# ---- universal_counter ----
--- src/rtl/universal_counter.sv ---
// Modulo-N counter with run-time up/down/ping-pong/hold modes, wrap or
// saturate at the range limits, parallel load, terminal count and a wrap pulse.
module universal_counter #(
  parameter int WIDTH     = 4,
  parameter int MODULUS   = 16,
  parameter int RESET_VAL = MODULUS - 1
) (
  input  logic             clk,
  input  logic             clear,
  input  logic             en,
  input  logic             load,
  input  logic [WIDTH-1:0] load_val,
  input  logic [1:0]       mode,
  input  logic             sat,
  output logic [WIDTH-1:0] count,
  output logic             dir,
  output logic             tc,
  output logic             wrap
);

  if (MODULUS < 2 || longint'(MODULUS) > (longint'(1) << WIDTH)) begin : g_bad_modulus
    $error("universal_counter: MODULUS must lie in 2..2**WIDTH");
  end
  if (RESET_VAL < 0 || RESET_VAL >= MODULUS) begin : g_bad_reset
    $error("universal_counter: RESET_VAL must lie in 0..MODULUS-1");
  end

  localparam logic [1:0] MODE_UP   = 2'b00;
  localparam logic [1:0] MODE_DOWN = 2'b01;
  localparam logic [1:0] MODE_PP   = 2'b10;

  localparam logic [WIDTH-1:0] MAX  = WIDTH'(MODULUS - 1);
  localparam logic [WIDTH-1:0] RST  = WIDTH'(RESET_VAL);
  localparam logic [WIDTH-1:0] ZERO = '0;
  localparam logic [WIDTH-1:0] ONE  = WIDTH'(1);

  logic [WIDTH-1:0] count_q, count_d;
  logic             dir_q, dir_d;
  logic             wrap_q, wrap_d;
  logic [WIDTH-1:0] load_clamped;
  logic             pp_up;
  logic [WIDTH-1:0] pp_next;

  // Out-of-range load values clamp to the top of the count range.
  assign load_clamped = (load_val > MAX) ? MAX : load_val;

  // Ping-pong: an end value always steps back inward, which also repairs a
  // direction that points out of range (e.g. after leaving saturated up mode).
  always_comb begin
    pp_up = dir_q;
    if (count_q == MAX)       pp_up = 1'b0;
    else if (count_q == ZERO) pp_up = 1'b1;
    pp_next = pp_up ? count_q + ONE : count_q - ONE;
  end

  always_comb begin
    count_d = count_q;
    dir_d   = dir_q;
    wrap_d  = 1'b0;
    if (clear) begin
      count_d = RST;
      dir_d   = 1'b1;
    end else if (load) begin
      count_d = load_clamped;
      if (mode == MODE_PP) begin
        if (load_clamped == ZERO)     dir_d = 1'b1;
        else if (load_clamped == MAX) dir_d = 1'b0;
      end
    end else if (en) begin
      case (mode)
        MODE_UP: begin
          dir_d = 1'b1;
          if (count_q != MAX) begin
            count_d = count_q + ONE;
          end else if (!sat) begin
            count_d = ZERO;
            wrap_d  = 1'b1;
          end
        end
        MODE_DOWN: begin
          dir_d = 1'b0;
          if (count_q != ZERO) begin
            count_d = count_q - ONE;
          end else if (!sat) begin
            count_d = MAX;
            wrap_d  = 1'b1;
          end
        end
        MODE_PP: begin
          count_d = pp_next;
          if (pp_next == MAX)       dir_d = 1'b0;
          else if (pp_next == ZERO) dir_d = 1'b1;
          else                      dir_d = pp_up;
        end
        default: ;
      endcase
    end
  end

  always_ff @(posedge clk) begin
    if (clear) begin
      count_q <= RST;
      dir_q   <= 1'b1;
      wrap_q  <= 1'b0;
    end else begin
      count_q <= count_d;
      dir_q   <= dir_d;
      wrap_q  <= wrap_d;
    end
  end

  always_comb begin
    tc = 1'b0;
    if (en && !clear && !load) begin
      case (mode)
        MODE_UP:   tc = (count_q == MAX);
        MODE_DOWN: tc = (count_q == ZERO);
        MODE_PP:   tc = (dir_q && count_q == MAX) || (!dir_q && count_q == ZERO);
        default:   tc = 1'b0;
      endcase
    end
  end

  assign count = count_q;
  assign dir   = dir_q;
  assign wrap  = wrap_q;

endmodule

--- config.mk ---
export PLATFORM = sky130hd
export DESIGN_NAME = universal_counter
export DESIGN_NICKNAME = d
export VERILOG_FILES = /design/src/rtl/universal_counter.sv
export SDC_FILE = /design/constraint.sdc
export NUM_CORES = 1
export LEC_CHECK = 0
export ABC_CLOCK_PERIOD_IN_PS = 3100
export CELL_PAD_IN_SITES_DETAIL_PLACEMENT = 2
export CELL_PAD_IN_SITES_GLOBAL_PLACEMENT = 2
export CORE_MARGIN = 2
export CORE_UTILIZATION = 31
export CTS_BUF_LIST = sky130_fd_sc_hd__clkbuf_2
export DETAILED_ROUTE_END_ITERATION = 6
export GPL_TIMING_DRIVEN = 1
export PLACE_DENSITY_LB_ADDON = 0.12
export SLEW_MARGIN = 20
export SYNTH_ARGS = -nofsm -noshare
export SYNTH_HDL_FRONTEND = slang
export SYNTH_SLANG_ARGS = --single-unit
export TNS_END_PERCENT = 100
--- constraint.sdc ---
create_clock -name clk -period 3.1 [get_ports clk]
set_input_delay 0.62 -clock clk [delete_from_list [all_inputs] [get_ports clk]]
set_output_delay 0.62 -clock clk [all_outputs]
set_load 0.05 [all_outputs]
==> CHANGELOG.md <==
## Implementation

- Cell area leaders: dfxtp_1 14%, ha_1 8.8%, o21ai_0 6.4%
- Non-CTS buffers: 23
- Critical Path RT: 2.48 ns
- Antenna-violating nets left: 0
- Power Clock: 0.0534 mW
- Most used logic cell in the final layout: clkdlybuf4s50_1
- Post-synth ARST share: 0%
- Initial antenna violation count: 0
- Reg2reg path depth: 8
- Overflow after GRT: 0
- Net count after synthesis: 138
- Setup WS post-layout: 0.119 ns
- Status: complete, no violations
- Yosys stat chip area: 857 um^2
- DP Area: 1090 um^2
- Top cell category: multi-input combinational cells
- Residual DRC count: 0
- YS warnings: 0
- Post-layout min period: 2.98 ns
- Most frequent logic cells in the routed design: 16 x clkdlybuf4s50_1, 11 x nand2_1, 11 x o21ai_0, 9 x inv_1, 8 x a21oi_1
- Setup Skew: 0.00103 ns
- Vias in the first global route: 1043
- # Post-CTS Setup Buffers: 0
- Fin crit share: 96.1%
- Internal Pwr Total: 0.187 mW
- # diodes: 0
- Fp util: 31.9%
- Clk buf depth: 2
- Max reg flops: 4
- Crit path from: mode[1]
- Seq. pwr: 0.102 mW
- Synthesized area: 857 um^2
- Hold WS: 0.701 ns
- Final HPWL DP: 2350 um
- Syn Area/Cell: 7.08 um^2
- Dominant comb cell: AND-OR/OR-AND gates
- F_max: 336 MHz
- RSZ-0062 raised after global routing: false
- Area Overhead vs Synth: 29.8%
- Main flop type: dfxtp_1
- Netlist cell types: 43
- Number of enable flip-flop cells: 0
- RR Startpoint: count[0]
- CTS resizes: 0
- Post-synth seq share: 14.0%
- Setup crit end kind: output port
### I/O pins on the die edge, universal_counter

(8 px per um) Pins as bars across the die edge, other pins in gray.
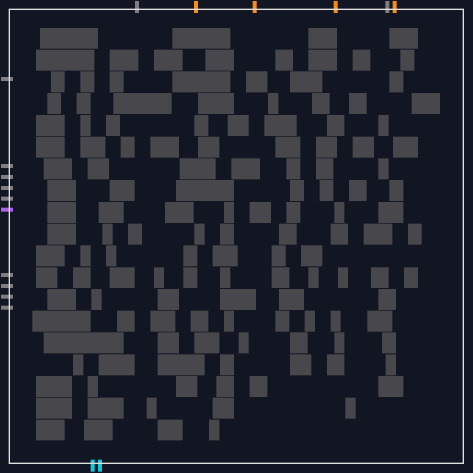
color	port	pins	direction	edge
purple	clear	1	input	left
cyan	mode	2	input	bottom
orange	count	4	output	top
all pins by edge	10 left, 6 top, 2 bottom
Port Buffer Count: 17
Die Y: 56.6 um

### Metal layers overlaid, universal_counter

(4 px per um) Two of the layers only.
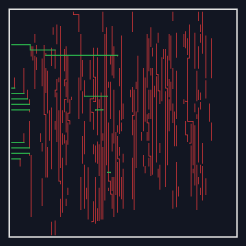
color	layer	wire length
green	metal 3	68.5 um
red	metal 2	1510 um
Routed WL: 3040 um
routed len/inst: 18.1 um
GRT Util Overall: 20.1%
via count: 1015


# ---- mem_arbiter ----
### M2 wires, mem_arbiter

(4 px per um)
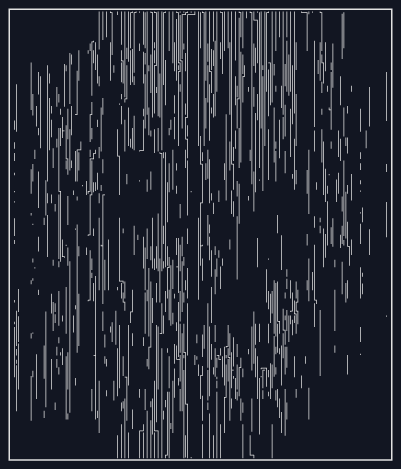
[config.mk]
export PLATFORM = sky130hd
export DESIGN_NAME = mem_arbiter
export DESIGN_NICKNAME = d
export VERILOG_FILES = /design/src/rtl/mem_arbiter.sv
export SDC_FILE = /design/constraint.sdc
export NUM_CORES = 1
export LEC_CHECK = 0
export ABC_AREA = 0
export CORE_ASPECT_RATIO = 1.2
export CORE_MARGIN = 5
export CORE_UTILIZATION = 43
export DETAILED_ROUTE_END_ITERATION = 8
export GPL_ROUTABILITY_DRIVEN = 0
export GPL_TIMING_DRIVEN = 1
export PLACE_DENSITY = 0.81
export SYNTH_ARGS = -nofsm -noshare
export SYNTH_HDL_FRONTEND = slang
export SYNTH_SLANG_ARGS = --single-unit
[constraint.sdc]
create_clock -name clk -period 2.39 [get_ports clk]
set_input_delay 0.717 -clock clk [delete_from_list [all_inputs] [get_ports clk]]
set_output_delay 0.717 -clock clk [all_outputs]
set_load 0.01 [all_outputs]
[src/rtl/mem_arbiter.sv]
`default_nettype none
// ============================================================================
// Module   : mem_arbiter
// Purpose  : Shares one memory port between instruction fetch and the
//            MEM-stage data access. Data wins ties, one transaction is in
//            flight at a time, and the pipeline advances only when every
//            outstanding request has been served.
// Revision : 1.0 - initial release
// ============================================================================
module mem_arbiter (
    input  logic        clk,
    input  logic        rst_n,
    // instruction fetch side
    input  logic        i_read,
    input  logic [15:0] i_addr,
    output logic [15:0] i_rdata,
    output logic        i_resp,
    // data side
    input  logic        d_read,
    input  logic        d_write,
    input  logic [15:0] d_addr,
    input  logic [15:0] d_wdata,
    input  logic [1:0]  d_wmask,
    output logic [15:0] d_rdata,
    output logic        d_resp,
    // shared physical memory port
    output logic        pmem_read,
    output logic        pmem_write,
    output logic [15:0] pmem_addr,
    output logic [15:0] pmem_wdata,
    output logic [1:0]  pmem_wmask,
    input  logic [15:0] pmem_rdata,
    input  logic        pmem_resp,
    // pipeline control
    output logic        pipe_advance,
    output logic [15:0] stall_count
);

    localparam logic [15:0] C_STALL_MAX = 16'hFFFF;

    typedef enum logic [1:0] {
        ST_IDLE   = 2'd0,
        ST_D_BUSY = 2'd1,
        ST_I_BUSY = 2'd2
    } state_t;

    state_t      r_state;
    state_t      w_state_next;

    logic        r_i_done;
    logic        r_d_done;
    logic        w_i_need;
    logic        w_d_need;
    logic        w_pipe_advance;
    logic        w_d_complete;
    logic        w_i_complete;

    logic        r_pmem_read;
    logic        r_pmem_write;
    logic [15:0] r_pmem_addr;
    logic [15:0] r_pmem_wdata;
    logic [1:0]  r_pmem_wmask;

    logic [15:0] r_i_rdata;
    logic [15:0] r_d_rdata;
    logic        r_i_resp;
    logic        r_d_resp;
    logic [15:0] r_stall_count;

    // A requester still needs service until its done flag is set this stage
    assign w_i_need     = i_read & ~r_i_done;
    assign w_d_need     = (d_read | d_write) & ~r_d_done;
    assign w_d_complete = (r_state == ST_D_BUSY) & pmem_resp;
    assign w_i_complete = (r_state == ST_I_BUSY) & pmem_resp;

    // State register
    always_ff @(posedge clk or negedge rst_n) begin
        if (!rst_n) begin
            r_state <= ST_IDLE;
        end else begin
            r_state <= w_state_next;
        end
    end

    // Next-state selection; pipe_advance only in IDLE with nothing pending
    always_comb begin
        w_state_next   = r_state;
        w_pipe_advance = 1'b0;
        case (r_state)
            ST_IDLE: begin
                if (w_d_need) begin
                    w_state_next = ST_D_BUSY;
                end else if (w_i_need) begin
                    w_state_next = ST_I_BUSY;
                end else begin
                    w_pipe_advance = 1'b1;
                end
            end
            ST_D_BUSY, ST_I_BUSY: begin
                if (pmem_resp) begin
                    w_state_next = ST_IDLE;
                end
            end
            default: begin
                w_state_next = ST_IDLE;
            end
        endcase
    end

    // Latch the granted request onto the memory port; hold it until resp
    always_ff @(posedge clk or negedge rst_n) begin
        if (!rst_n) begin
            r_pmem_read  <= 1'b0;
            r_pmem_write <= 1'b0;
            r_pmem_addr  <= 16'h0000;
            r_pmem_wdata <= 16'h0000;
            r_pmem_wmask <= 2'b00;
        end else if (r_state == ST_IDLE) begin
            if (w_d_need) begin
                // read+write together is treated as a store
                r_pmem_read  <= ~d_write;
                r_pmem_write <= d_write;
                r_pmem_addr  <= d_addr;
                r_pmem_wdata <= d_wdata;
                r_pmem_wmask <= d_wmask;
            end else if (w_i_need) begin
                r_pmem_read  <= 1'b1;
                r_pmem_write <= 1'b0;
                r_pmem_addr  <= i_addr;
                r_pmem_wdata <= 16'h0000;
                r_pmem_wmask <= 2'b00;
            end
        end else if (pmem_resp) begin
            r_pmem_read  <= 1'b0;
            r_pmem_write <= 1'b0;
        end
    end

    // Capture read data and issue one-cycle completion pulses
    always_ff @(posedge clk or negedge rst_n) begin
        if (!rst_n) begin
            r_i_rdata <= 16'h0000;
            r_d_rdata <= 16'h0000;
            r_i_resp  <= 1'b0;
            r_d_resp  <= 1'b0;
        end else begin
            r_i_resp <= w_i_complete;
            r_d_resp <= w_d_complete;
            if (w_d_complete && !r_pmem_write) begin
                r_d_rdata <= pmem_rdata;
            end
            if (w_i_complete) begin
                r_i_rdata <= pmem_rdata;
            end
        end
    end

    // Done flags: set on completion, cleared when the pipeline advances
    always_ff @(posedge clk or negedge rst_n) begin
        if (!rst_n) begin
            r_i_done <= 1'b0;
            r_d_done <= 1'b0;
        end else if (w_pipe_advance) begin
            r_i_done <= 1'b0;
            r_d_done <= 1'b0;
        end else begin
            if (w_i_complete) begin
                r_i_done <= 1'b1;
            end
            if (w_d_complete) begin
                r_d_done <= 1'b1;
            end
        end
    end

    // Saturating count of cycles in which the pipeline is held
    always_ff @(posedge clk or negedge rst_n) begin
        if (!rst_n) begin
            r_stall_count <= 16'h0000;
        end else if (!w_pipe_advance && (r_stall_count != C_STALL_MAX)) begin
            r_stall_count <= r_stall_count + 16'h0001;
        end
    end

    assign pmem_read    = r_pmem_read;
    assign pmem_write   = r_pmem_write;
    assign pmem_addr    = r_pmem_addr;
    assign pmem_wdata   = r_pmem_wdata;
    assign pmem_wmask   = r_pmem_wmask;
    assign i_rdata      = r_i_rdata;
    assign d_rdata      = r_d_rdata;
    assign i_resp       = r_i_resp;
    assign d_resp       = r_d_resp;
    assign pipe_advance = w_pipe_advance;
    assign stall_count  = r_stall_count;

endmodule
`default_nettype wire

==> CHANGELOG.md <==
## Implementation

- Critical path depth: 5
- Maxcap violations: 0
- Combinational share of power: 49.2%
- Total power draw: 7.04 mW
- Slew @ Worst Pin: 0.498 ns
- # hold bufs at CTS: 0
- Late-Pin Clk Latency: 0.36 ns
- Die Y: 112 um
- Port Buffer Count: 158
- Top Consumer: combinational logic
- Cells along the critical path: clkdlybuf4s50_1, nand2b_1, nand3_1, inv_1, buf_2
- H-tree levels: 3
- Initial antenna violation count: 0
- Residual DRC count: 0
- DP Area: 5600 um^2
- Power density of the placed cells: 1220 nW/um^2
- Reg2reg path depth: 8
- Inverters: 7
- Sw Ratio: 34.6%
- Max IR drop VDD: 524 uV
- Syn Area/Cell: 13.0 um^2
- Crit path max fanout: 2
- Adder Area Share: 1.33%
- Hold Path Class: in2async
- CTS resizes: 6
- Share of cells above drive strength 1: 16.6%
- Met1 GRT Util: 22.3%
- Flops after synth: 90
- Routed len/inst: 16.4 um
- Pins over their slew limit: 0
- Flop area: 2250 um^2
- Mi-comb count: 178
- Top Layer Used: met4
- CTS Sinks: 90
- Nets@finish: 536
- DR pass1 iterations: 4
- Clock Power Share: 14.1%
- Chip width: 95.3 um
- Met2 routed WL: 4960 um
- Comb. pwr: 3.46 mW
- IO Pins: 159
- Most frequent logic cells in the routed design: 154 x clkdlybuf4s50_1, 90 x dfrtp_1, 33 x mux2_2, 25 x nand2_1, 19 x a22o_1
- Status: complete, no violations
- Antenna-violating nets left: 0
- Cell area leaders: dfrtp_1 60%, mux2_2 9.9%, a22o_1 4.4%
- Filler Cells Inserted: 659
- Critical Path Source Type: primary input
- Dominant comb cell: multiplexers
- Final Util: 67.5%
- Crit path from: i_read
- Hold WS: 0.311 ns
- Reg clk slew, reported paths: 0.09 ns
- Top cell category: flip-flops and latches
- Post-layout min period: 2.30 ns
- CORE AREA: 8560 um^2
- Seq pwr share: 36.7%
- Post-Synthesis Cells: 288
- Number of enable flip-flop cells: 0
- Yosys simple share: 8.60%
- Routing usage on met3: 3.82%
- RR Startpoint: r_state[0]
- Setup WS post-layout: 0.0891 ns
Notes on 'M2 wires' of mem_arbiter above:
wire length on this layer	4960 um
longest straight run	42.8 um
nets with wire on the layer	481
share of all routed wire	52%
main direction	vertical
GR Util met2: 32.5%
via count: 2900


# ---- lpc_frame_writer ----
<file path="config.mk">
export PLATFORM = sky130hd
export DESIGN_NAME = lpc_frame_writer
export DESIGN_NICKNAME = d
export VERILOG_FILES = /design/src/rtl/lpc_pkg.sv /design/src/rtl/lpc_frame_writer.sv
export SDC_FILE = /design/constraint.sdc
export NUM_CORES = 1
export LEC_CHECK = 0
export CAP_MARGIN = 25
export CORE_UTILIZATION = 36
export CTS_CLUSTER_SIZE = 14
export DETAILED_ROUTE_END_ITERATION = 6
export GPL_TIMING_DRIVEN = 0
export PLACE_DENSITY = 0.82
export SYNTH_ARGS = -nofsm -noshare
export SYNTH_HDL_FRONTEND = slang
export SYNTH_SLANG_ARGS = --single-unit
export TNS_END_PERCENT = 20
</file>
<file path="constraint.sdc">
create_clock -name clk -period 3.2 [get_ports clk]
set_input_delay 0.64 -clock clk [delete_from_list [all_inputs] [get_ports clk]]
set_output_delay 0.64 -clock clk [all_outputs]
set_load 0.02 [all_outputs]
</file>
<file path="src/rtl/lpc_pkg.sv">
// Shared constants and types for the LPC analysis front end.
package lpc_pkg;

  localparam int unsigned FRAME_LEN = 160;
  localparam int unsigned SAMPLE_W  = 16;
  localparam int unsigned N_LAGS    = 11;

  // Frame writer states: filling the write bank, or handing a full bank over.
  typedef enum logic {
    FILL = 1'b0,
    SWAP = 1'b1
  } wr_state_t;

endpackage

</file>
<file path="src/rtl/lpc_frame_writer.sv">
// Write side of the LPC ping-pong frame buffer: streams samples into the
// write bank, hands full banks to the autocorrelation reader, and stalls
// input while both banks are occupied.
module lpc_frame_writer
  import lpc_pkg::*;
#(
  parameter int unsigned FRAME_LEN = lpc_pkg::FRAME_LEN,
  parameter int unsigned DATA_W    = lpc_pkg::SAMPLE_W,
  parameter int unsigned ADDR_W    = 8
) (
  input  logic              clk,
  input  logic              reset,
  input  logic              in_valid,
  output logic              in_ready,
  input  logic [DATA_W-1:0] in_data,
  output logic              wen,
  output logic [ADDR_W:0]   waddr,
  output logic [DATA_W-1:0] wdata,
  output logic              rbank,
  output logic              ac_start,
  input  logic              ac_ready,
  output logic              stall
);

  localparam logic [ADDR_W-1:0] LAST_IDX = ADDR_W'(FRAME_LEN - 1);

  wr_state_t         r_state;
  wr_state_t         w_state_nxt;
  logic [ADDR_W-1:0] r_wcnt;
  logic [ADDR_W-1:0] w_wcnt_nxt;
  logic              r_wbank;
  logic              r_ac_busy;
  logic              r_start_d;
  logic              w_accept;

  assign w_accept = in_valid & in_ready;
  assign wen      = w_accept;
  assign waddr    = {r_wbank, r_wcnt};
  assign wdata    = in_data;
  assign rbank    = ~r_wbank;

  // Next-state and handshake/control decode; everything held low during reset.
  always_comb begin
    w_state_nxt = r_state;
    w_wcnt_nxt  = r_wcnt;
    in_ready    = 1'b0;
    ac_start    = 1'b0;
    stall       = 1'b0;
    if (reset) begin
      case (r_state)
        FILL: begin
          in_ready = 1'b1;
          if (in_valid) begin
            if (r_wcnt == LAST_IDX) begin
              w_wcnt_nxt  = '0;
              w_state_nxt = SWAP;
            end else begin
              w_wcnt_nxt = r_wcnt + 1'b1;
            end
          end
        end
        SWAP: begin
          if (!r_ac_busy) begin
            ac_start    = 1'b1;
            w_state_nxt = FILL;
          end else begin
            stall = 1'b1;
          end
        end
        default: ;
      endcase
    end
  end

  // State, counter, bank and busy tracking. The reader's ready is stale on the
  // start cycle and the cycle after it, so it is ignored while either is high;
  // setting busy on a start wins over any clear.
  always_ff @(posedge clk) begin
    if (!reset) begin
      r_state   <= FILL;
      r_wcnt    <= '0;
      r_wbank   <= 1'b0;
      r_ac_busy <= 1'b0;
      r_start_d <= 1'b0;
    end else begin
      r_state   <= w_state_nxt;
      r_wcnt    <= w_wcnt_nxt;
      r_start_d <= ac_start;
      if (ac_start) begin
        r_wbank   <= ~r_wbank;
        r_ac_busy <= 1'b1;
      end else if (r_ac_busy && ac_ready && !r_start_d) begin
        r_ac_busy <= 1'b0;
      end
    end
  end

endmodule

</file>
==> CHANGELOG.md <==
## Implementation

- Clk buf depth: 2
- Hold WS: 0.483 ns
- Most frequent logic cells in the routed design: 33 x clkdlybuf4s50_1, 17 x buf_4, 12 x dfxtp_1, 8 x nor2_1, 5 x nand2_1
- Crit path max fanout: 4
- Final setup vio count: 0
- M1 WL: 613 um
- Max reg flops: 8
- Post-synth seq share: 34.8%
- Die Y: 45.8 um
- CTS resizes: 0
- Most used logic cell in the final layout: clkdlybuf4s50_1
- Flop area: 240 um^2
- Final cell count without fillers: 140
- # Post-CTS Setup Buffers: 0
- Power density of the placed cells: 301 nW/um^2
- Die area: 2090 um^2
- # hold bufs at CTS: 0
- Root Buffer: clkbuf_4
- Crit path from: in_valid
- Post-layout min period: 2.81 ns
- Netlist cell types: 28
- Pre-CTS WS: 0.405 ns
- R2R setup slack: 1.57 ns
- Met2 routed WL: 722 um
- Top Consumer: sequential cells
- XOR Share, Synth: 3.81%
- Dominant comb cell: simple AND/OR/NAND/NOR gates
- Static Leak: 0.464 nW
- Yosys simple share: 24.5%
- Seq pwr share: 48.3%
- Critical path's top delay family: buffers and inverters
- CP arrival: 2.17 ns
- Post-Synthesis Cells: 79
- YS warnings: 0
- Most Frequent Cell on Critical Path: clkdlybuf4s50_1
- Hold Path Origin: r_start_d
- Top cell category: non-clock buffers
- CTS buffer count: 3
- Placer Congestion: 0.711
- RR Endpoint: r_wcnt[0]
- CTS Sinks: 12
- Post-synth ARST share: 0%
- Area share, top type: 34.8%
- WL met3: 129 um
- Fin area: 1070 um^2
- Mi-comb count: 46
- Fp util: 39.1%
- Yosys aoi share: 12.9%
- CTS tree: yes
- Share of cells above drive strength 1: 20.9%
- Logic share of the area: 28.6%
- Drt first-iter violations: 11
- Reg clk slew, reported paths: 0.07 ns
- Nets@finish: 138
- Critical path depth: 4
- Comb. pwr: 0.0783 mW
- Clock Power Share: 27.5%
- Combinational share of power: 24.2%
- Status: complete, no violations
- Sw Ratio: 25.8%
- Hold Path Depth: 2
- Drt via density: 4.76
- Busiest grt layer: met2
- DP Area: 1050 um^2
- Combinational Area: 307 um^2
- Log Warnings: 26
- Slew @ Worst Pin: 0.669 ns
### Metal layers overlaid, lpc_frame_writer

(6 px per um) Two of the layers only.
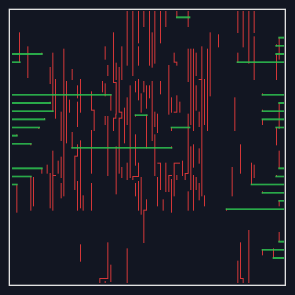
color	layer	wire length
red	metal 2	723 um
green	metal 3	130 um
routed len/inst: 10.6 um
Routed WL: 1480 um
via count: 666
GRT Util Overall: 14.0%

### M2 wires, lpc_frame_writer

(10 px per um)
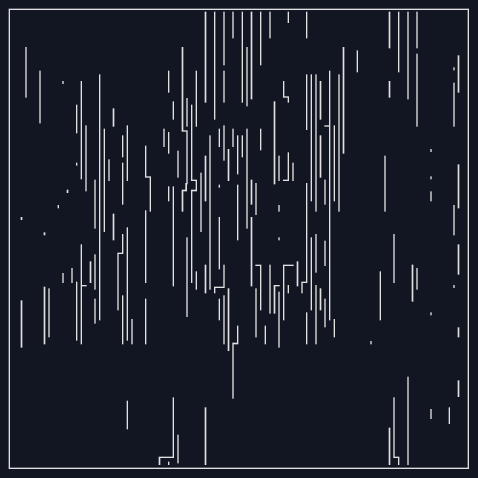
nets with wire on the layer	121
wire length on this layer	723 um
GR Util met2: 24.6%

### Placement view, lpc_frame_writer

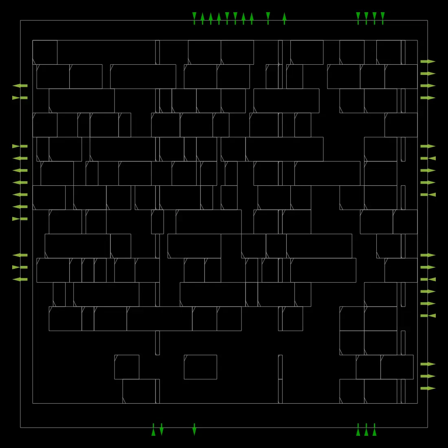
Final Util: 60.9%
flop share of the area: 22.4%
Tapcells: 25
flip-flops: 12


# ---- vga_sync_gen ----
[src/rtl/vga_timing_pkg.sv]
// vga_timing_pkg
// Default 640x480@60 timing constants, derived line/frame totals, the
// coordinate type shared by the counters, and a small window-compare helper.
// No ports: imported by vga_axis_counter and vga_sync_gen.
package vga_timing_pkg;

  localparam int COORD_W = 10;
  typedef logic [COORD_W-1:0] coord_t;

  localparam int H_VISIBLE_DEF = 640;
  localparam int H_FRONT_DEF   = 16;
  localparam int H_SYNC_DEF    = 96;
  localparam int H_BACK_DEF    = 48;
  localparam int H_TOTAL_DEF   = H_VISIBLE_DEF + H_FRONT_DEF + H_SYNC_DEF + H_BACK_DEF;

  localparam int V_VISIBLE_DEF = 480;
  localparam int V_FRONT_DEF   = 10;
  localparam int V_SYNC_DEF    = 2;
  localparam int V_BACK_DEF    = 33;
  localparam int V_TOTAL_DEF   = V_VISIBLE_DEF + V_FRONT_DEF + V_SYNC_DEF + V_BACK_DEF;

  // Half-open window test: lo <= v < hi.
  function automatic logic in_window(input coord_t v, input coord_t lo, input coord_t hi);
    return (v >= lo) && (v < hi);
  endfunction

endpackage

[src/rtl/vga_axis_counter.sv]
// vga_axis_counter
// Modulo-MODULUS up-counter for one screen axis. Advances only when en is
// high; wrap flags the enabled step from MODULUS-1 back to 0.
// Ports:
//   clk    in   counting clock
//   rst    in   asynchronous active-high reset, clears count
//   en     in   advance on this clock
//   count  out  current registered position
//   next   out  value count takes on the next rising edge (combinational)
//   wrap   out  en && count == MODULUS-1 (combinational)
module vga_axis_counter
  import vga_timing_pkg::*;
#(
  parameter int MODULUS = H_TOTAL_DEF
) (
  input  logic   clk,
  input  logic   rst,
  input  logic   en,
  output coord_t count,
  output coord_t next,
  output logic   wrap
);

  localparam coord_t LAST = coord_t'(MODULUS - 1);

  assign wrap = en && (count == LAST);

  // NOTE: every variable written in an always_comb gets a default first;
  // a path that leaves it unassigned would infer a latch.
  always_comb begin
    next = count;
    if (en) begin
      next = (count == LAST) ? '0 : count + coord_t'(1);
    end
  end

  // NOTE: state registers use non-blocking assignment so every flop samples
  // pre-edge values; reset sits in the sensitivity list to act asynchronously.
  always_ff @(posedge clk or posedge rst) begin
    if (rst) begin
      count <= '0;
    end else begin
      count <= next;
    end
  end

endmodule

[src/rtl/vga_sync_gen.sv]
// vga_sync_gen
// Free-running VGA raster timing generator. Two axis counters track the
// beam position; all timing strobes are registered from the counters'
// next-state values so they line up with the DrawX/DrawY they describe.
// Ports:
//   vga_clk      in   pixel clock
//   reset        in   asynchronous active-high reset, parks beam at (0,0)
//   DrawX        out  horizontal position 0..H_TOTAL-1
//   DrawY        out  vertical position 0..V_TOTAL-1
//   hs           out  horizontal sync, active-low
//   vs           out  vertical sync, active-low
//   blank        out  1 inside the visible area
//   sync         out  composite sync, constant 0
//   line_start   out  high while DrawX == 0
//   frame_start  out  high while DrawX == 0 and DrawY == 0
//   frame_count  out  completed frames, modulo 256
module vga_sync_gen
  import vga_timing_pkg::*;
#(
  parameter int H_VISIBLE = H_VISIBLE_DEF,
  parameter int H_FRONT   = H_FRONT_DEF,
  parameter int H_SYNC    = H_SYNC_DEF,
  parameter int H_BACK    = H_BACK_DEF,
  parameter int V_VISIBLE = V_VISIBLE_DEF,
  parameter int V_FRONT   = V_FRONT_DEF,
  parameter int V_SYNC    = V_SYNC_DEF,
  parameter int V_BACK    = V_BACK_DEF
) (
  input  logic       vga_clk,
  input  logic       reset,
  output logic [9:0] DrawX,
  output logic [9:0] DrawY,
  output logic       hs,
  output logic       vs,
  output logic       blank,
  output logic       sync,
  output logic       line_start,
  output logic       frame_start,
  output logic [7:0] frame_count
);

  localparam int H_TOTAL = H_VISIBLE + H_FRONT + H_SYNC + H_BACK;
  localparam int V_TOTAL = V_VISIBLE + V_FRONT + V_SYNC + V_BACK;

  localparam coord_t H_VIS_END  = coord_t'(H_VISIBLE);
  localparam coord_t H_SYNC_LO  = coord_t'(H_VISIBLE + H_FRONT);
  localparam coord_t H_SYNC_HI  = coord_t'(H_VISIBLE + H_FRONT + H_SYNC);
  localparam coord_t V_VIS_END  = coord_t'(V_VISIBLE);
  localparam coord_t V_SYNC_LO  = coord_t'(V_VISIBLE + V_FRONT);
  localparam coord_t V_SYNC_HI  = coord_t'(V_VISIBLE + V_FRONT + V_SYNC);

  coord_t h_count, h_next;
  coord_t v_count, v_next;
  logic   h_wrap, v_wrap;

  vga_axis_counter #(.MODULUS(H_TOTAL)) u_h_counter (
    .clk   (vga_clk),
    .rst   (reset),
    .en    (1'b1),
    .count (h_count),
    .next  (h_next),
    .wrap  (h_wrap)
  );

  // The vertical axis steps only when the line ends, so its wrap marks the
  // (H_TOTAL-1, V_TOTAL-1) -> (0,0) transition.
  vga_axis_counter #(.MODULUS(V_TOTAL)) u_v_counter (
    .clk   (vga_clk),
    .rst   (reset),
    .en    (h_wrap),
    .count (v_count),
    .next  (v_next),
    .wrap  (v_wrap)
  );

  assign DrawX = h_count;
  assign DrawY = v_count;
  assign sync  = 1'b0;

  // Strobes are decoded from next-state positions and registered, so they
  // change on the same edge as the counters. Reset values match (0,0).
  always_ff @(posedge vga_clk or posedge reset) begin
    if (reset) begin
      hs          <= 1'b1;
      vs          <= 1'b1;
      blank       <= 1'b1;
      line_start  <= 1'b1;
      frame_start <= 1'b1;
      frame_count <= '0;
    end else begin
      hs          <= !in_window(h_next, H_SYNC_LO, H_SYNC_HI);
      vs          <= !in_window(v_next, V_SYNC_LO, V_SYNC_HI);
      blank       <= (h_next < H_VIS_END) && (v_next < V_VIS_END);
      line_start  <= (h_next == '0);
      frame_start <= (h_next == '0) && (v_next == '0);
      if (v_wrap) begin
        frame_count <= frame_count + 8'd1;
      end
    end
  end

endmodule

[config.mk]
export PLATFORM = sky130hd
export DESIGN_NAME = vga_sync_gen
export DESIGN_NICKNAME = d
export VERILOG_FILES = /design/src/rtl/vga_timing_pkg.sv /design/src/rtl/vga_axis_counter.sv /design/src/rtl/vga_sync_gen.sv
export SDC_FILE = /design/constraint.sdc
export NUM_CORES = 1
export LEC_CHECK = 0
export CORE_MARGIN = 3
export CORE_UTILIZATION = 41
export DETAILED_ROUTE_END_ITERATION = 8
export PLACE_DENSITY = 0.69
export SYNTH_ARGS = -nofsm -noshare
export SYNTH_HDL_FRONTEND = slang
export SYNTH_SLANG_ARGS = --single-unit
[constraint.sdc]
create_clock -name vga_clk -period 2.1 [get_ports vga_clk]
set_clock_uncertainty 0.05 [all_clocks]
set_input_delay 0.63 -clock vga_clk [delete_from_list [all_inputs] [get_ports vga_clk]]
set_output_delay 0.63 -clock vga_clk [all_outputs]
set_load 0.1 [all_outputs]
### Metal layers overlaid, vga_sync_gen

(4 px per um) Two of the layers only.
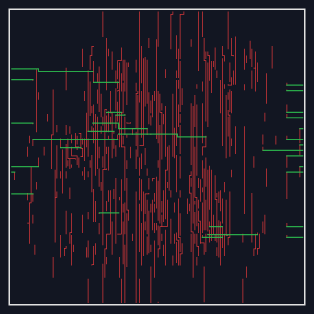
color	layer	wire length
red	metal 2	2260 um
green	metal 3	199 um
routed len/inst: 15.1 um
Routed WL: 4630 um
via count: 1641

### I/O pins on the die edge, vga_sync_gen

(6 px per um) Pins as bars across the die edge, other pins in gray.
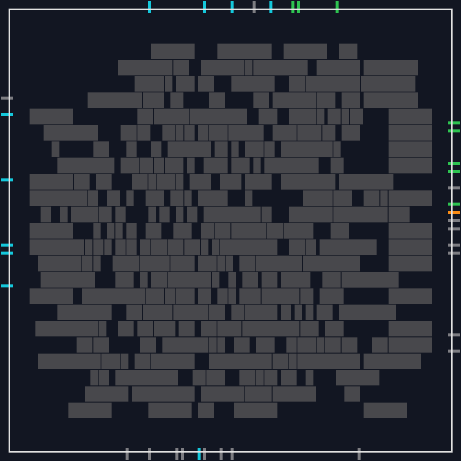
color	port	pins	direction	edge
orange	line_start	1	output	right
green	frame_count	8	output	5 right, 3 top
cyan	DrawY	10	output	5 left, 4 top, 1 bottom
Port Buffer Count: 34
chip width: 73.5 um
Die Y: 73.5 um

==> CHANGELOG.md <==
## Implementation

- Final setup vio count: 3
- Setup WS post-layout: -0.102 ns
- WL met3: 199 um
- Static Leak: 1.41 nW
- Log Warnings: 30
- Maxcap violations: 0
- Clk buf depth: 2
- TNS Setup: -0.171 ns
- Inst Count DP: 298
- Critical Path RT: 2.24 ns
- Non-CTS buffers: 70
- Status: complete, but fails checks
- Hold path endpoint: frame_count[7]
- Failing checks: setup timing
- Die area: 5410 um^2
- Top Registers: u_h_counter.count (10), u_v_counter.count (10), frame_count (8)

# ---- npu_argmax_unit_flat ----
## config.mk

```make
export PLATFORM = sky130hd
export DESIGN_NAME = npu_argmax_unit_flat
export DESIGN_NICKNAME = d
export VERILOG_FILES = /design/src/rtl/npu_argmax_unit_if.sv /design/src/rtl/npu_argmax_unit.sv /design/src/flat_wrapper.sv
export SDC_FILE = /design/constraint.sdc
export NUM_CORES = 1
export LEC_CHECK = 0
export ABC_AREA = 1
export CAP_MARGIN = 40
export CORE_MARGIN = 1
export CORE_UTILIZATION = 43
export DETAILED_ROUTE_END_ITERATION = 8
export PLACE_DENSITY = 0.68
export SYNTH_ARGS = -nofsm -noshare
export SYNTH_HDL_FRONTEND = slang
export SYNTH_SLANG_ARGS = --single-unit
```

## constraint.sdc

```tcl
create_clock -name clk -period 2.3 [get_ports clk]
set_input_delay 0.46 -clock clk [delete_from_list [all_inputs] [get_ports clk]]
set_output_delay 0.46 -clock clk [all_outputs]
set_load 0.02 [all_outputs]
```

## src/rtl/npu_argmax_unit_if.sv

```systemverilog
// npu_argmax_unit_if
//   Port-B connection between the argmax unit and the shared NPU/CPU score
//   memory.
//   master : argmax side. Drives address, write enable and write data; receives read data.
//   slave  : memory side.
//   mem_addr_o   [12:0] port-B address
//   mem_wr_o            port-B write enable (the argmax unit never writes)
//   mem_wrdata_o [7:0]  port-B write data
//   mem_rddata_i [7:0]  port-B read data, RD_LAT cycles after the address
interface npu_argmax_unit_if;
  logic [12:0] mem_addr_o;
  logic        mem_wr_o;
  logic [7:0]  mem_wrdata_o;
  logic [7:0]  mem_rddata_i;

  modport master (
    output mem_addr_o,
    output mem_wr_o,
    output mem_wrdata_o,
    input  mem_rddata_i
  );

  modport slave (
    input  mem_addr_o,
    input  mem_wr_o,
    input  mem_wrdata_o,
    output mem_rddata_i
  );
endinterface

```

## src/rtl/npu_argmax_unit.sv

```systemverilog
// npu_argmax_unit
//   Classification back-end. The unit scans NUM_CLASSES score bytes through
//   memory port B, starting at base_addr, and reports the index and value of
//   the largest score. On a tie, the lowest index wins.
//   Optional macro NPU_ARGMAX_SIGNED_EN: compare scores as int8. When the
//   macro is undefined, scores are compared as unsigned bytes.
// Parameters
//   NUM_CLASSES : number of scores to scan (2..32)
//   RD_LAT      : port-B read latency in cycles (1..3)
// Ports
//   clk, resetn : clock, asynchronous active-low reset
//   mem         : port-B bus (master modport)
//   start       : single-cycle scan request, honoured in IDLE/DONE only
//   abort       : return to IDLE at once; wins over start
//   base_addr   : address of class 0 score, sampled with start
//   busy        : high while in ISSUE or DRAIN
//   done        : high while in DONE
//   class_o     : winning class index
//   max_score_o : winning score
//
// state | meaning
// IDLE  | waiting for start
// ISSUE | one address per cycle, base+0 .. base+NUM_CLASSES-1
// DRAIN | all addresses issued, waiting for outstanding reads to be compared
// DONE  | result valid, done high until next start/abort
module npu_argmax_unit #(
  parameter int NUM_CLASSES = 24,
  parameter int RD_LAT      = 2
) (
  input  logic                      clk,
  input  logic                      resetn,
  npu_argmax_unit_if.master         mem,
  input  logic                      start,
  input  logic                      abort,
  input  logic [12:0]               base_addr,
  output logic                      busy,
  output logic                      done,
  output logic [4:0]                class_o,
  output logic [7:0]                max_score_o
);

  typedef enum logic [1:0] {S_IDLE, S_ISSUE, S_DRAIN, S_DONE} state_t;

  localparam logic [4:0] LAST_IDX = 5'(NUM_CLASSES - 1);

  state_t            state;
  logic [4:0]        issue_cnt;
  logic [RD_LAT-1:0] vld_pipe;
  logic              rd_v;
  logic [7:0]        rd_q;
  logic [4:0]        cmp_idx;
  logic              first;
  logic [7:0]        run_max;
  logic [4:0]        run_idx;

  logic              take_new;
  logic [7:0]        win_score;
  logic [4:0]        win_idx;
  logic              last_cmp;

  function automatic logic score_gt(input logic [7:0] a, input logic [7:0] b);
`ifdef NPU_ARGMAX_SIGNED_EN
    return $signed(a) > $signed(b);
`else
    return a > b;
`endif
  endfunction

  assign mem.mem_wr_o     = 1'b0;
  assign mem.mem_wrdata_o = 8'h00;

  // Strict greater-than keeps the earlier (lower) index on ties.
  always_comb begin
    take_new  = first | score_gt(rd_q, run_max);
    win_score = take_new ? rd_q : run_max;
    win_idx   = take_new ? cmp_idx : run_idx;
    last_cmp  = rd_v && (cmp_idx == LAST_IDX);
  end

  // Read data is registered once (rd_q) before the compare. That extra
  // stage sets done at start + NUM_CLASSES + RD_LAT + 1.
  always_ff @(posedge clk or negedge resetn) begin
    if (!resetn) begin
      state          <= S_IDLE;
      mem.mem_addr_o <= '0;
      issue_cnt      <= '0;
      vld_pipe       <= '0;
      rd_v           <= 1'b0;
      rd_q           <= '0;
      cmp_idx        <= '0;
      first          <= 1'b0;
      run_max        <= '0;
      run_idx        <= '0;
      busy           <= 1'b0;
      done           <= 1'b0;
      class_o        <= '0;
      max_score_o    <= '0;
    end else if (abort) begin
      state    <= S_IDLE;
      vld_pipe <= '0;
      rd_v     <= 1'b0;
      busy     <= 1'b0;
      done     <= 1'b0;
    end else begin
      vld_pipe <= (vld_pipe << 1) | RD_LAT'(state == S_ISSUE);
      rd_v     <= vld_pipe[RD_LAT-1];
      if (vld_pipe[RD_LAT-1]) begin
        rd_q <= mem.mem_rddata_i;
      end
      if (rd_v) begin
        run_max <= win_score;
        run_idx <= win_idx;
        first   <= 1'b0;
        cmp_idx <= cmp_idx + 5'd1;
      end

      case (state)
        S_IDLE, S_DONE: begin
          if (start) begin
            state          <= S_ISSUE;
            mem.mem_addr_o <= base_addr;
            issue_cnt      <= '0;
            cmp_idx        <= '0;
            first          <= 1'b1;
            busy           <= 1'b1;
            done           <= 1'b0;
          end
        end
        S_ISSUE: begin
          if (issue_cnt == LAST_IDX) begin
            state <= S_DRAIN;
          end else begin
            mem.mem_addr_o <= mem.mem_addr_o + 13'd1;
            issue_cnt      <= issue_cnt + 5'd1;
          end
        end
        S_DRAIN: begin
          if (last_cmp) begin
            state       <= S_DONE;
            busy        <= 1'b0;
            done        <= 1'b1;
            class_o     <= win_idx;
            max_score_o <= win_score;
          end
        end
        default: state <= S_IDLE;
      endcase
    end
  end

endmodule
```

## src/flat_wrapper.sv

```systemverilog
// flat-port wrapper written by rule: the top's interface ports become plain ports
module npu_argmax_unit_flat 
#(
  parameter int NUM_CLASSES = 24,
  parameter int RD_LAT      = 2
)
  (clk, resetn, start, abort, base_addr, busy, done, class_o, max_score_o, mem_mem_addr_o, mem_mem_wr_o, mem_mem_wrdata_o, mem_mem_rddata_i);
  npu_argmax_unit_if mem_i ();
  input  logic clk;
  input  logic resetn;
  input  logic start;
  input  logic abort;
  input  logic [12:0] base_addr;
  output logic busy;
  output logic done;
  output logic [4:0] class_o;
  output logic [7:0] max_score_o;
  output wire logic [$bits(mem_i.mem_addr_o)-1:0] mem_mem_addr_o;
  output wire logic [$bits(mem_i.mem_wr_o)-1:0] mem_mem_wr_o;
  output wire logic [$bits(mem_i.mem_wrdata_o)-1:0] mem_mem_wrdata_o;
  input wire logic [$bits(mem_i.mem_rddata_i)-1:0] mem_mem_rddata_i;
  assign mem_mem_addr_o = mem_i.mem_addr_o;
  assign mem_mem_wr_o = mem_i.mem_wr_o;
  assign mem_mem_wrdata_o = mem_i.mem_wrdata_o;
  assign mem_i.mem_rddata_i = mem_mem_rddata_i;
  npu_argmax_unit #(.NUM_CLASSES(NUM_CLASSES), .RD_LAT(RD_LAT)) u_core (.clk(clk), .resetn(resetn), .mem(mem_i), .start(start), .abort(abort), .base_addr(base_addr), .busy(busy), .done(done), .class_o(class_o), .max_score_o(max_score_o));
endmodule
```

### M2 wires, npu_argmax_unit_flat

(4 px per um)
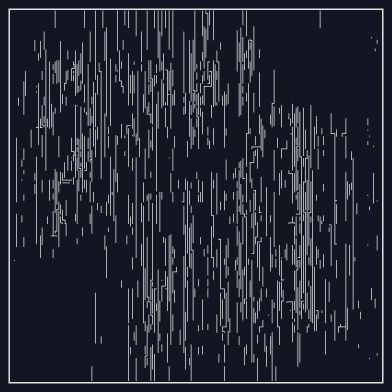
main direction	vertical
longest straight run	38.1 um
Routed WL: 7620 um
GR Util met2: 31.1%
via count: 3076

### I/O nets highlighted, npu_argmax_unit_flat

(3 px per um)
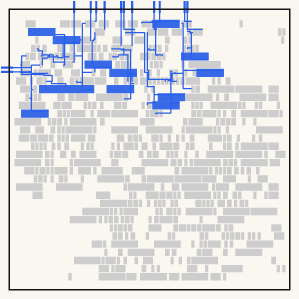
color	port	bits	direction	edge	end cells	wire
blue	mem_mem_addr_o	13	output	11 top, 2 left	13	529 um
Port Buffer Count: 52
IO Pins: 62

### Placement view, npu_argmax_unit_flat

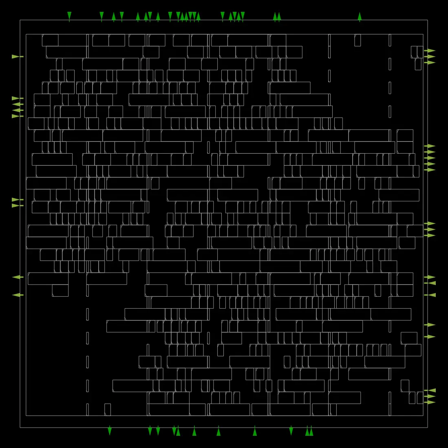
Tapcells: 102
CORE AREA: 7890 um^2
final cell count without fillers: 614

==> CHANGELOG.md <==
## Implementation

- # diodes: 0
- XOR Share, Synth: 0.492%
- Comb. pwr: 2.40 mW
- Crit path max fanout: 21
- CTS Sinks: 65
- Top Consumer: combinational logic
- Nets@finish: 545
- Vias in the first global route: 2958
- Seq. pwr: 1.80 mW
- Status: complete, no violations
- Final hold vios: 0
- Hold Path Class: in2async
- Synthesized area: 3560 um^2
- Post-synth seq share: 45.7%
- Fp util: 45.2%
- Register bank with the most flops: u_core.mem.mem_addr_o
- Setup WS post-layout: 0.356 ns
- Setup crit end kind: flip-flop
- RSZ-0062 raised after global routing: false
- Post-synth ARST share: 100%
- Clock Power Share: 19.4%
- Cells along the critical path: inv_1, ha_1, nand2_1, o21ai_2, nor2_1, nand2_2, inv_2, nand2_1, a22o_1
- Flop share of the area: 37.5%
- Sw Ratio: 42.0%
- Post-synth top area cell: dfrtp_1

# ---- event_capture_fifo_flat ----
### I/O nets highlighted, event_capture_fifo_flat

(3 px per um)
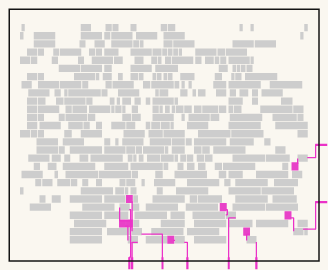
### Metal layers overlaid, event_capture_fifo_flat

(3 px per um) Two of the layers only.
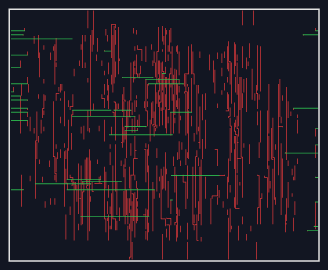
### I/O pins on the die edge, event_capture_fifo_flat

(4 px per um) Pins as bars across the die edge, other pins in gray.
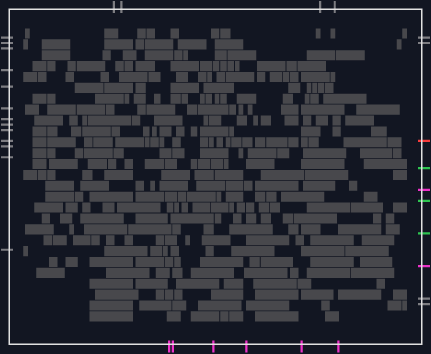
--- config.mk ---
export PLATFORM = sky130hd
export DESIGN_NAME = event_capture_fifo_flat
export DESIGN_NICKNAME = d
export VERILOG_FILES = /design/src/rtl/event_capture_fifo_if.sv /design/src/rtl/event_capture_fifo.sv /design/src/flat_wrapper.sv
export SDC_FILE = /design/constraint.sdc
export NUM_CORES = 1
export LEC_CHECK = 0
export ABC_AREA = 0
export CORE_ASPECT_RATIO = 0.8
export CORE_MARGIN = 3
export CORE_UTILIZATION = 50
export CTS_BUF_LIST = sky130_fd_sc_hd__clkbuf_4 sky130_fd_sc_hd__clkbuf_8
export CTS_CLUSTER_SIZE = 24
export DETAILED_ROUTE_END_ITERATION = 16
export GPL_ROUTABILITY_DRIVEN = 0
export PLACE_DENSITY_LB_ADDON = 0.2
export SYNTH_ARGS = -nofsm -noshare
export SYNTH_HDL_FRONTEND = slang
export SYNTH_SLANG_ARGS = --single-unit
--- constraint.sdc ---
create_clock -name clk -period 2.5 [get_ports clk]
set_input_delay 0.375 -clock clk [delete_from_list [all_inputs] [get_ports clk]]
set_output_delay 0.375 -clock clk [all_outputs]
set_load 0.005 [all_outputs]
--- src/rtl/event_capture_fifo_if.sv ---
// Event handshake bundle between the capture front end and the filter stage.
// Handshake: the source holds ev_valid, ev_chan and ev_ts steady until the
// sink samples ev_ready=1 on the same rising edge. ev_valid never waits on
// ev_ready, and the transfer completes only when ev_valid & ev_ready are both
// high at a rising clk edge.
interface event_capture_fifo_if #(
   parameter int CH_W     = 3,
   parameter int TS_WIDTH = 8
);
   logic                ev_valid;
   logic                ev_ready;
   logic [CH_W-1:0]     ev_chan;
   logic [TS_WIDTH-1:0] ev_ts;

   modport master (output ev_valid, output ev_chan, output ev_ts, input ev_ready);
   modport slave  (input ev_valid, input ev_chan, input ev_ts, output ev_ready);
endinterface

--- src/rtl/event_capture_fifo.sv ---
// event_capture_fifo: synchronises raw event pins, detects rising edges,
// holds them in per-channel pending bits, and queues them lowest-channel-first
// as {channel, timestamp} into a first-word-fall-through FIFO.
// Optional feature macro: EVCAP_DROP_CNT_EN enables the saturating 8-bit
// dropped-event counter; without it drop_cnt is tied to zero.
module event_capture_fifo #(
   parameter int NUM_CH     = 8,
   parameter int CH_W       = 3,
   parameter int TS_WIDTH   = 8,
   parameter int FIFO_DEPTH = 4
) (
   input  logic                 clk,
   input  logic                 rst_n,
   input  logic                 ena,
   input  logic [NUM_CH-1:0]    ev_in,
   event_capture_fifo_if.master ev_if,
   output logic                 overflow,
   output logic [7:0]           drop_cnt
);

   localparam int AW = $clog2(FIFO_DEPTH);

   logic [NUM_CH-1:0]   sync1, sync2, prev;
   logic [NUM_CH-1:0]   pending;
   logic [NUM_CH-1:0]   edges;
   logic [NUM_CH-1:0]   drops;
   logic [NUM_CH-1:0]   grant;
   logic [CH_W-1:0]     grant_idx;
   logic                grant_any;
   logic [TS_WIDTH-1:0] ts;
   logic [AW-1:0]       wr_ptr, rd_ptr;
   logic [AW:0]         count;
   logic                fifo_full;
   logic                pop;
   logic                push;
   logic [CH_W-1:0]     chan_mem [FIFO_DEPTH];
   logic [TS_WIDTH-1:0] ts_mem   [FIFO_DEPTH];

   // Rising-edge detect on the synchronised pins. Edges arriving while a
   // channel's previous event is still pending are drops; with ena=0 edges
   // are simply lost.
   assign edges = sync2 & ~prev;
   assign drops = edges & pending & {NUM_CH{ena}};

   // FIFO status and handshake. A push may use the slot freed by a pop in
   // the same cycle, so a full FIFO being drained still accepts one entry.
   assign fifo_full      = (count == (AW+1)'(FIFO_DEPTH));
   assign ev_if.ev_valid = (count != '0);
   assign pop            = ev_if.ev_valid & ev_if.ev_ready;
   assign push           = ena & grant_any & (~fifo_full | pop);
   assign ev_if.ev_chan  = ev_if.ev_valid ? chan_mem[rd_ptr] : '0;
   assign ev_if.ev_ts    = ev_if.ev_valid ? ts_mem[rd_ptr]   : '0;

   // Two-flop synchroniser plus previous-value register; runs regardless of ena.
   always_ff @(posedge clk) begin
      if (!rst_n) begin
         sync1 <= '0;
         sync2 <= '0;
         prev  <= '0;
      end else begin
         sync1 <= ev_in;
         sync2 <= sync1;
         prev  <= sync2;
      end
   end

   // Fixed-priority arbiter: lowest-index pending channel wins.
   always_comb begin
      grant     = '0;
      grant_idx = '0;
      grant_any = 1'b0;
      for (int i = 0; i < NUM_CH; i++) begin
         if (pending[i] && !grant_any) begin
            grant[i]  = 1'b1;
            grant_idx = CH_W'(i);
            grant_any = 1'b1;
         end
      end
   end

   // Pending bits: cleared on push, set by a fresh edge when ena=1. An edge
   // hitting an already-pending channel is counted as a drop and adds nothing.
   always_ff @(posedge clk) begin
      if (!rst_n) begin
         pending <= '0;
      end else begin
         pending <= (pending & ~(grant & {NUM_CH{push}}))
                  | (edges & ~pending & {NUM_CH{ena}});
      end
   end

   // Free-running timestamp, frozen while ena=0, wraps naturally.
   always_ff @(posedge clk) begin
      if (!rst_n) begin
         ts <= '0;
      end else if (ena) begin
         ts <= ts + 1'b1;
      end
   end

   // FIFO storage; contents need no reset because the outputs are gated by count.
   always_ff @(posedge clk) begin
      if (push) begin
         chan_mem[wr_ptr] <= grant_idx;
         ts_mem[wr_ptr]   <= ts;
      end
   end

   // FIFO pointers and occupancy; pointers wrap modulo the power-of-two depth.
   always_ff @(posedge clk) begin
      if (!rst_n) begin
         wr_ptr <= '0;
         rd_ptr <= '0;
         count  <= '0;
      end else begin
         if (push) wr_ptr <= wr_ptr + 1'b1;
         if (pop)  rd_ptr <= rd_ptr + 1'b1;
         case ({push, pop})
            2'b10:   count <= count + 1'b1;
            2'b01:   count <= count - 1'b1;
            default: count <= count;
         endcase
      end
   end

   // Sticky overflow flag: set by any drop since reset.
   always_ff @(posedge clk) begin
      if (!rst_n) begin
         overflow <= 1'b0;
      end else if (|drops) begin
         overflow <= 1'b1;
      end
   end

`ifdef EVCAP_DROP_CNT_EN
   logic [8:0] drop_add;
   logic [8:0] drop_sum;
   logic [7:0] drop_cnt_q;

   // Several channels can drop in one cycle; add them all and saturate at 255.
   always_comb begin
      drop_add = '0;
      for (int i = 0; i < NUM_CH; i++) begin
         drop_add = drop_add + 9'(drops[i]);
      end
      drop_sum = {1'b0, drop_cnt_q} + drop_add;
   end

   // Saturating dropped-event counter.
   always_ff @(posedge clk) begin
      if (!rst_n) begin
         drop_cnt_q <= '0;
      end else if (drop_sum > 9'd255) begin
         drop_cnt_q <= 8'hff;
      end else begin
         drop_cnt_q <= drop_sum[7:0];
      end
   end

   assign drop_cnt = drop_cnt_q;
`else
   assign drop_cnt = 8'h00;
`endif

endmodule

--- src/flat_wrapper.sv ---
// flat-port wrapper written by rule: the top's interface ports become plain ports
module event_capture_fifo_flat 
#(
   parameter int NUM_CH     = 8,
   parameter int CH_W       = 3,
   parameter int TS_WIDTH   = 8,
   parameter int FIFO_DEPTH = 4
)
  (clk, rst_n, ena, ev_in, overflow, drop_cnt, ev_if_ev_valid, ev_if_ev_chan, ev_if_ev_ts, ev_if_ev_ready);
  event_capture_fifo_if #(.CH_W(CH_W), .TS_WIDTH(TS_WIDTH)) ev_if_i ();
  input  logic clk;
  input  logic rst_n;
  input  logic ena;
  input  logic [NUM_CH-1:0] ev_in;
  output logic overflow;
  output logic [7:0] drop_cnt;
  output wire logic [$bits(ev_if_i.ev_valid)-1:0] ev_if_ev_valid;
  output wire logic [$bits(ev_if_i.ev_chan)-1:0] ev_if_ev_chan;
  output wire logic [$bits(ev_if_i.ev_ts)-1:0] ev_if_ev_ts;
  input wire logic [$bits(ev_if_i.ev_ready)-1:0] ev_if_ev_ready;
  assign ev_if_ev_valid = ev_if_i.ev_valid;
  assign ev_if_ev_chan = ev_if_i.ev_chan;
  assign ev_if_ev_ts = ev_if_i.ev_ts;
  assign ev_if_i.ev_ready = ev_if_ev_ready;
  event_capture_fifo #(.NUM_CH(NUM_CH), .CH_W(CH_W), .TS_WIDTH(TS_WIDTH), .FIFO_DEPTH(FIFO_DEPTH)) u_core (.clk(clk), .rst_n(rst_n), .ena(ena), .ev_in(ev_in), .ev_if(ev_if_i), .overflow(overflow), .drop_cnt(drop_cnt));
endmodule
==> CHANGELOG.md <==
## Implementation

- Drt first-iter violations: 102
- Hold WS: 0.435 ns
- Vias in the first global route: 2142
- Log Warnings: 29
- Nets@finish: 348
- Area Overhead vs Synth: 18.3%
- Post-layout min period: 2.39 ns
- R2R setup slack: 0.20 ns
- H-tree levels: 3
- Number of enable flip-flop cells: 44
- RR Startpoint: u_core.pending[0]
- GRT Util Overall: 16.2%
- Final cell count without fillers: 421
- Late-Pin Clk Latency: 0.35 ns
- Die area: 8570 um^2
- Pins over their slew limit: 0
- Met2 routed WL: 2970 um
- Pre-CTS WS: -0.167 ns
- Dominant comb cell: simple AND/OR/NAND/NOR gates
- Fin crit share: 95.5%
- Most frequent cell after synthesis: dfxtp_1
- Critical path's top delay family: buffers and inverters
- Residual DRC count: 0
- Logic share of the area: 29.5%
- Tapcells: 87
- Critical Path RT: 2.12 ns
- WL met3: 325 um
- Slowest stage delay, CP: 0.52 ns
- Max reg flops: 32
- Filler Cells Inserted: 555
- Clk tree area frac: 5.51%
- Critical path class: reg2out
- YS warnings: 0
- Clock Power Share: 31.9%
- Power Clock: 1.18 mW
- Hold Path Depth: 1
- Maxcap violations: 0
- Setup WS post-layout: 0.113 ns
- Cells along the critical path: buf_6, mux4_2, and2_1, clkdlybuf4s50_1
- Critical path depth: 4
- Inst Count DP: 405
- Met1 GRT Util: 23.0%
- Status: complete, no violations
- Drt via density: 5.27
- Cell area leaders: edfxtp_1 35%, dfxtp_1 27%, and2_1 8.0%
- Non-CTS buffers: 44
- F_max: 419 MHz
Notes on 'I/O nets highlighted' of event_capture_fifo_flat above:
color	port	bits	direction	edge	end cells	wire
magenta	ev_if_ev_ts	8	output	6 bottom, 2 right	8	127 um
IO Pins: 33
Port Buffer Count: 24

Notes on 'Metal layers overlaid' of event_capture_fifo_flat above:
color	layer	wire length
red	metal 2	2970 um
green	metal 3	325 um
Routed WL: 6350 um
via count: 2217

Notes on 'I/O pins on the die edge' of event_capture_fifo_flat above:
color	port	pins	direction	edge
red	ev_if_ev_ready	1	input	right
magenta	ev_if_ev_ts	8	output	6 bottom, 2 right
green	ev_if_ev_chan	3	output	right
Die Y: 83.4 um
chip width: 103 um



==> screenshots <==
I/O pins on the die edge.
panel A
(4 px per um) Pins as bars across the die edge, other pins in gray.
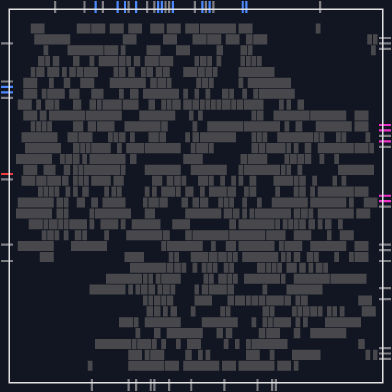
panel B
(10 px per um) Pins as bars across the die edge, other pins in gray.
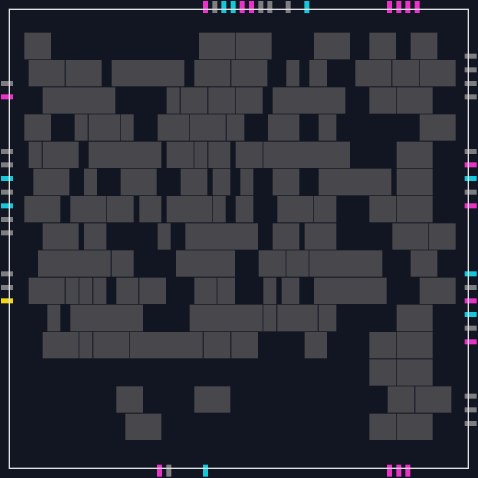
panel C
(4 px per um) Pins as bars across the die edge, other pins in gray.
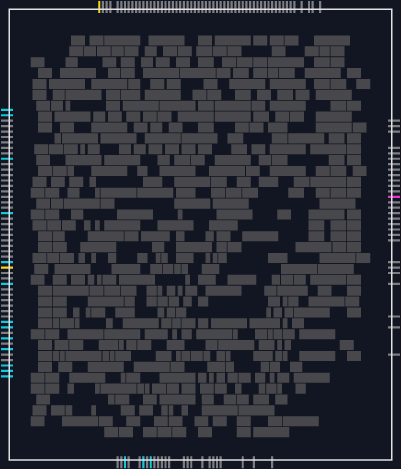
lpc_frame_writer: panel B
mem_arbiter: panel C
npu_argmax_unit_flat: panel A
Of these, fewest pins: panel B

Key to panel A:
color	port	pins	direction	edge
magenta	class_o	5	output	right
red	abort	1	input	left
blue	mem_mem_addr_o	13	output	11 top, 2 left
all pins by edge	23 top, 19 right, 11 bottom, 9 left


==> layout pictures side by side <==
I/O nets highlighted.
(a)
(4 px per um)
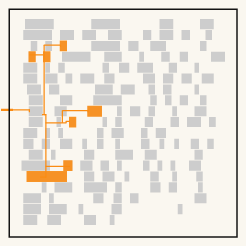
(b)
(4 px per um)
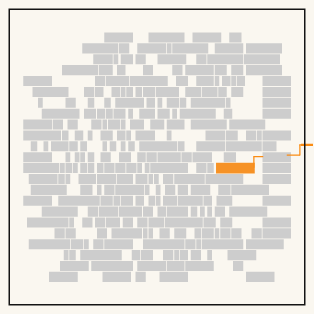
(c)
(6 px per um)
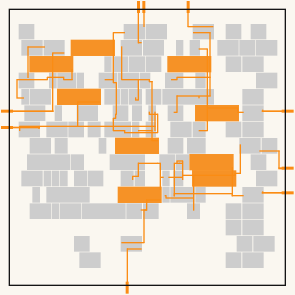
(d)
(2 px per um)
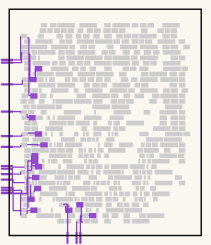
- universal_counter = (a)
- lpc_frame_writer = (c)
- mem_arbiter = (d)
- vga_sync_gen = (b)
Of these, most cells: (d)

Key to (a):
color	port	bits	direction	edge	end cells	wire
orange	clear	1	input	left	7	71.3 um

Power and IR drop assume default switching activity.
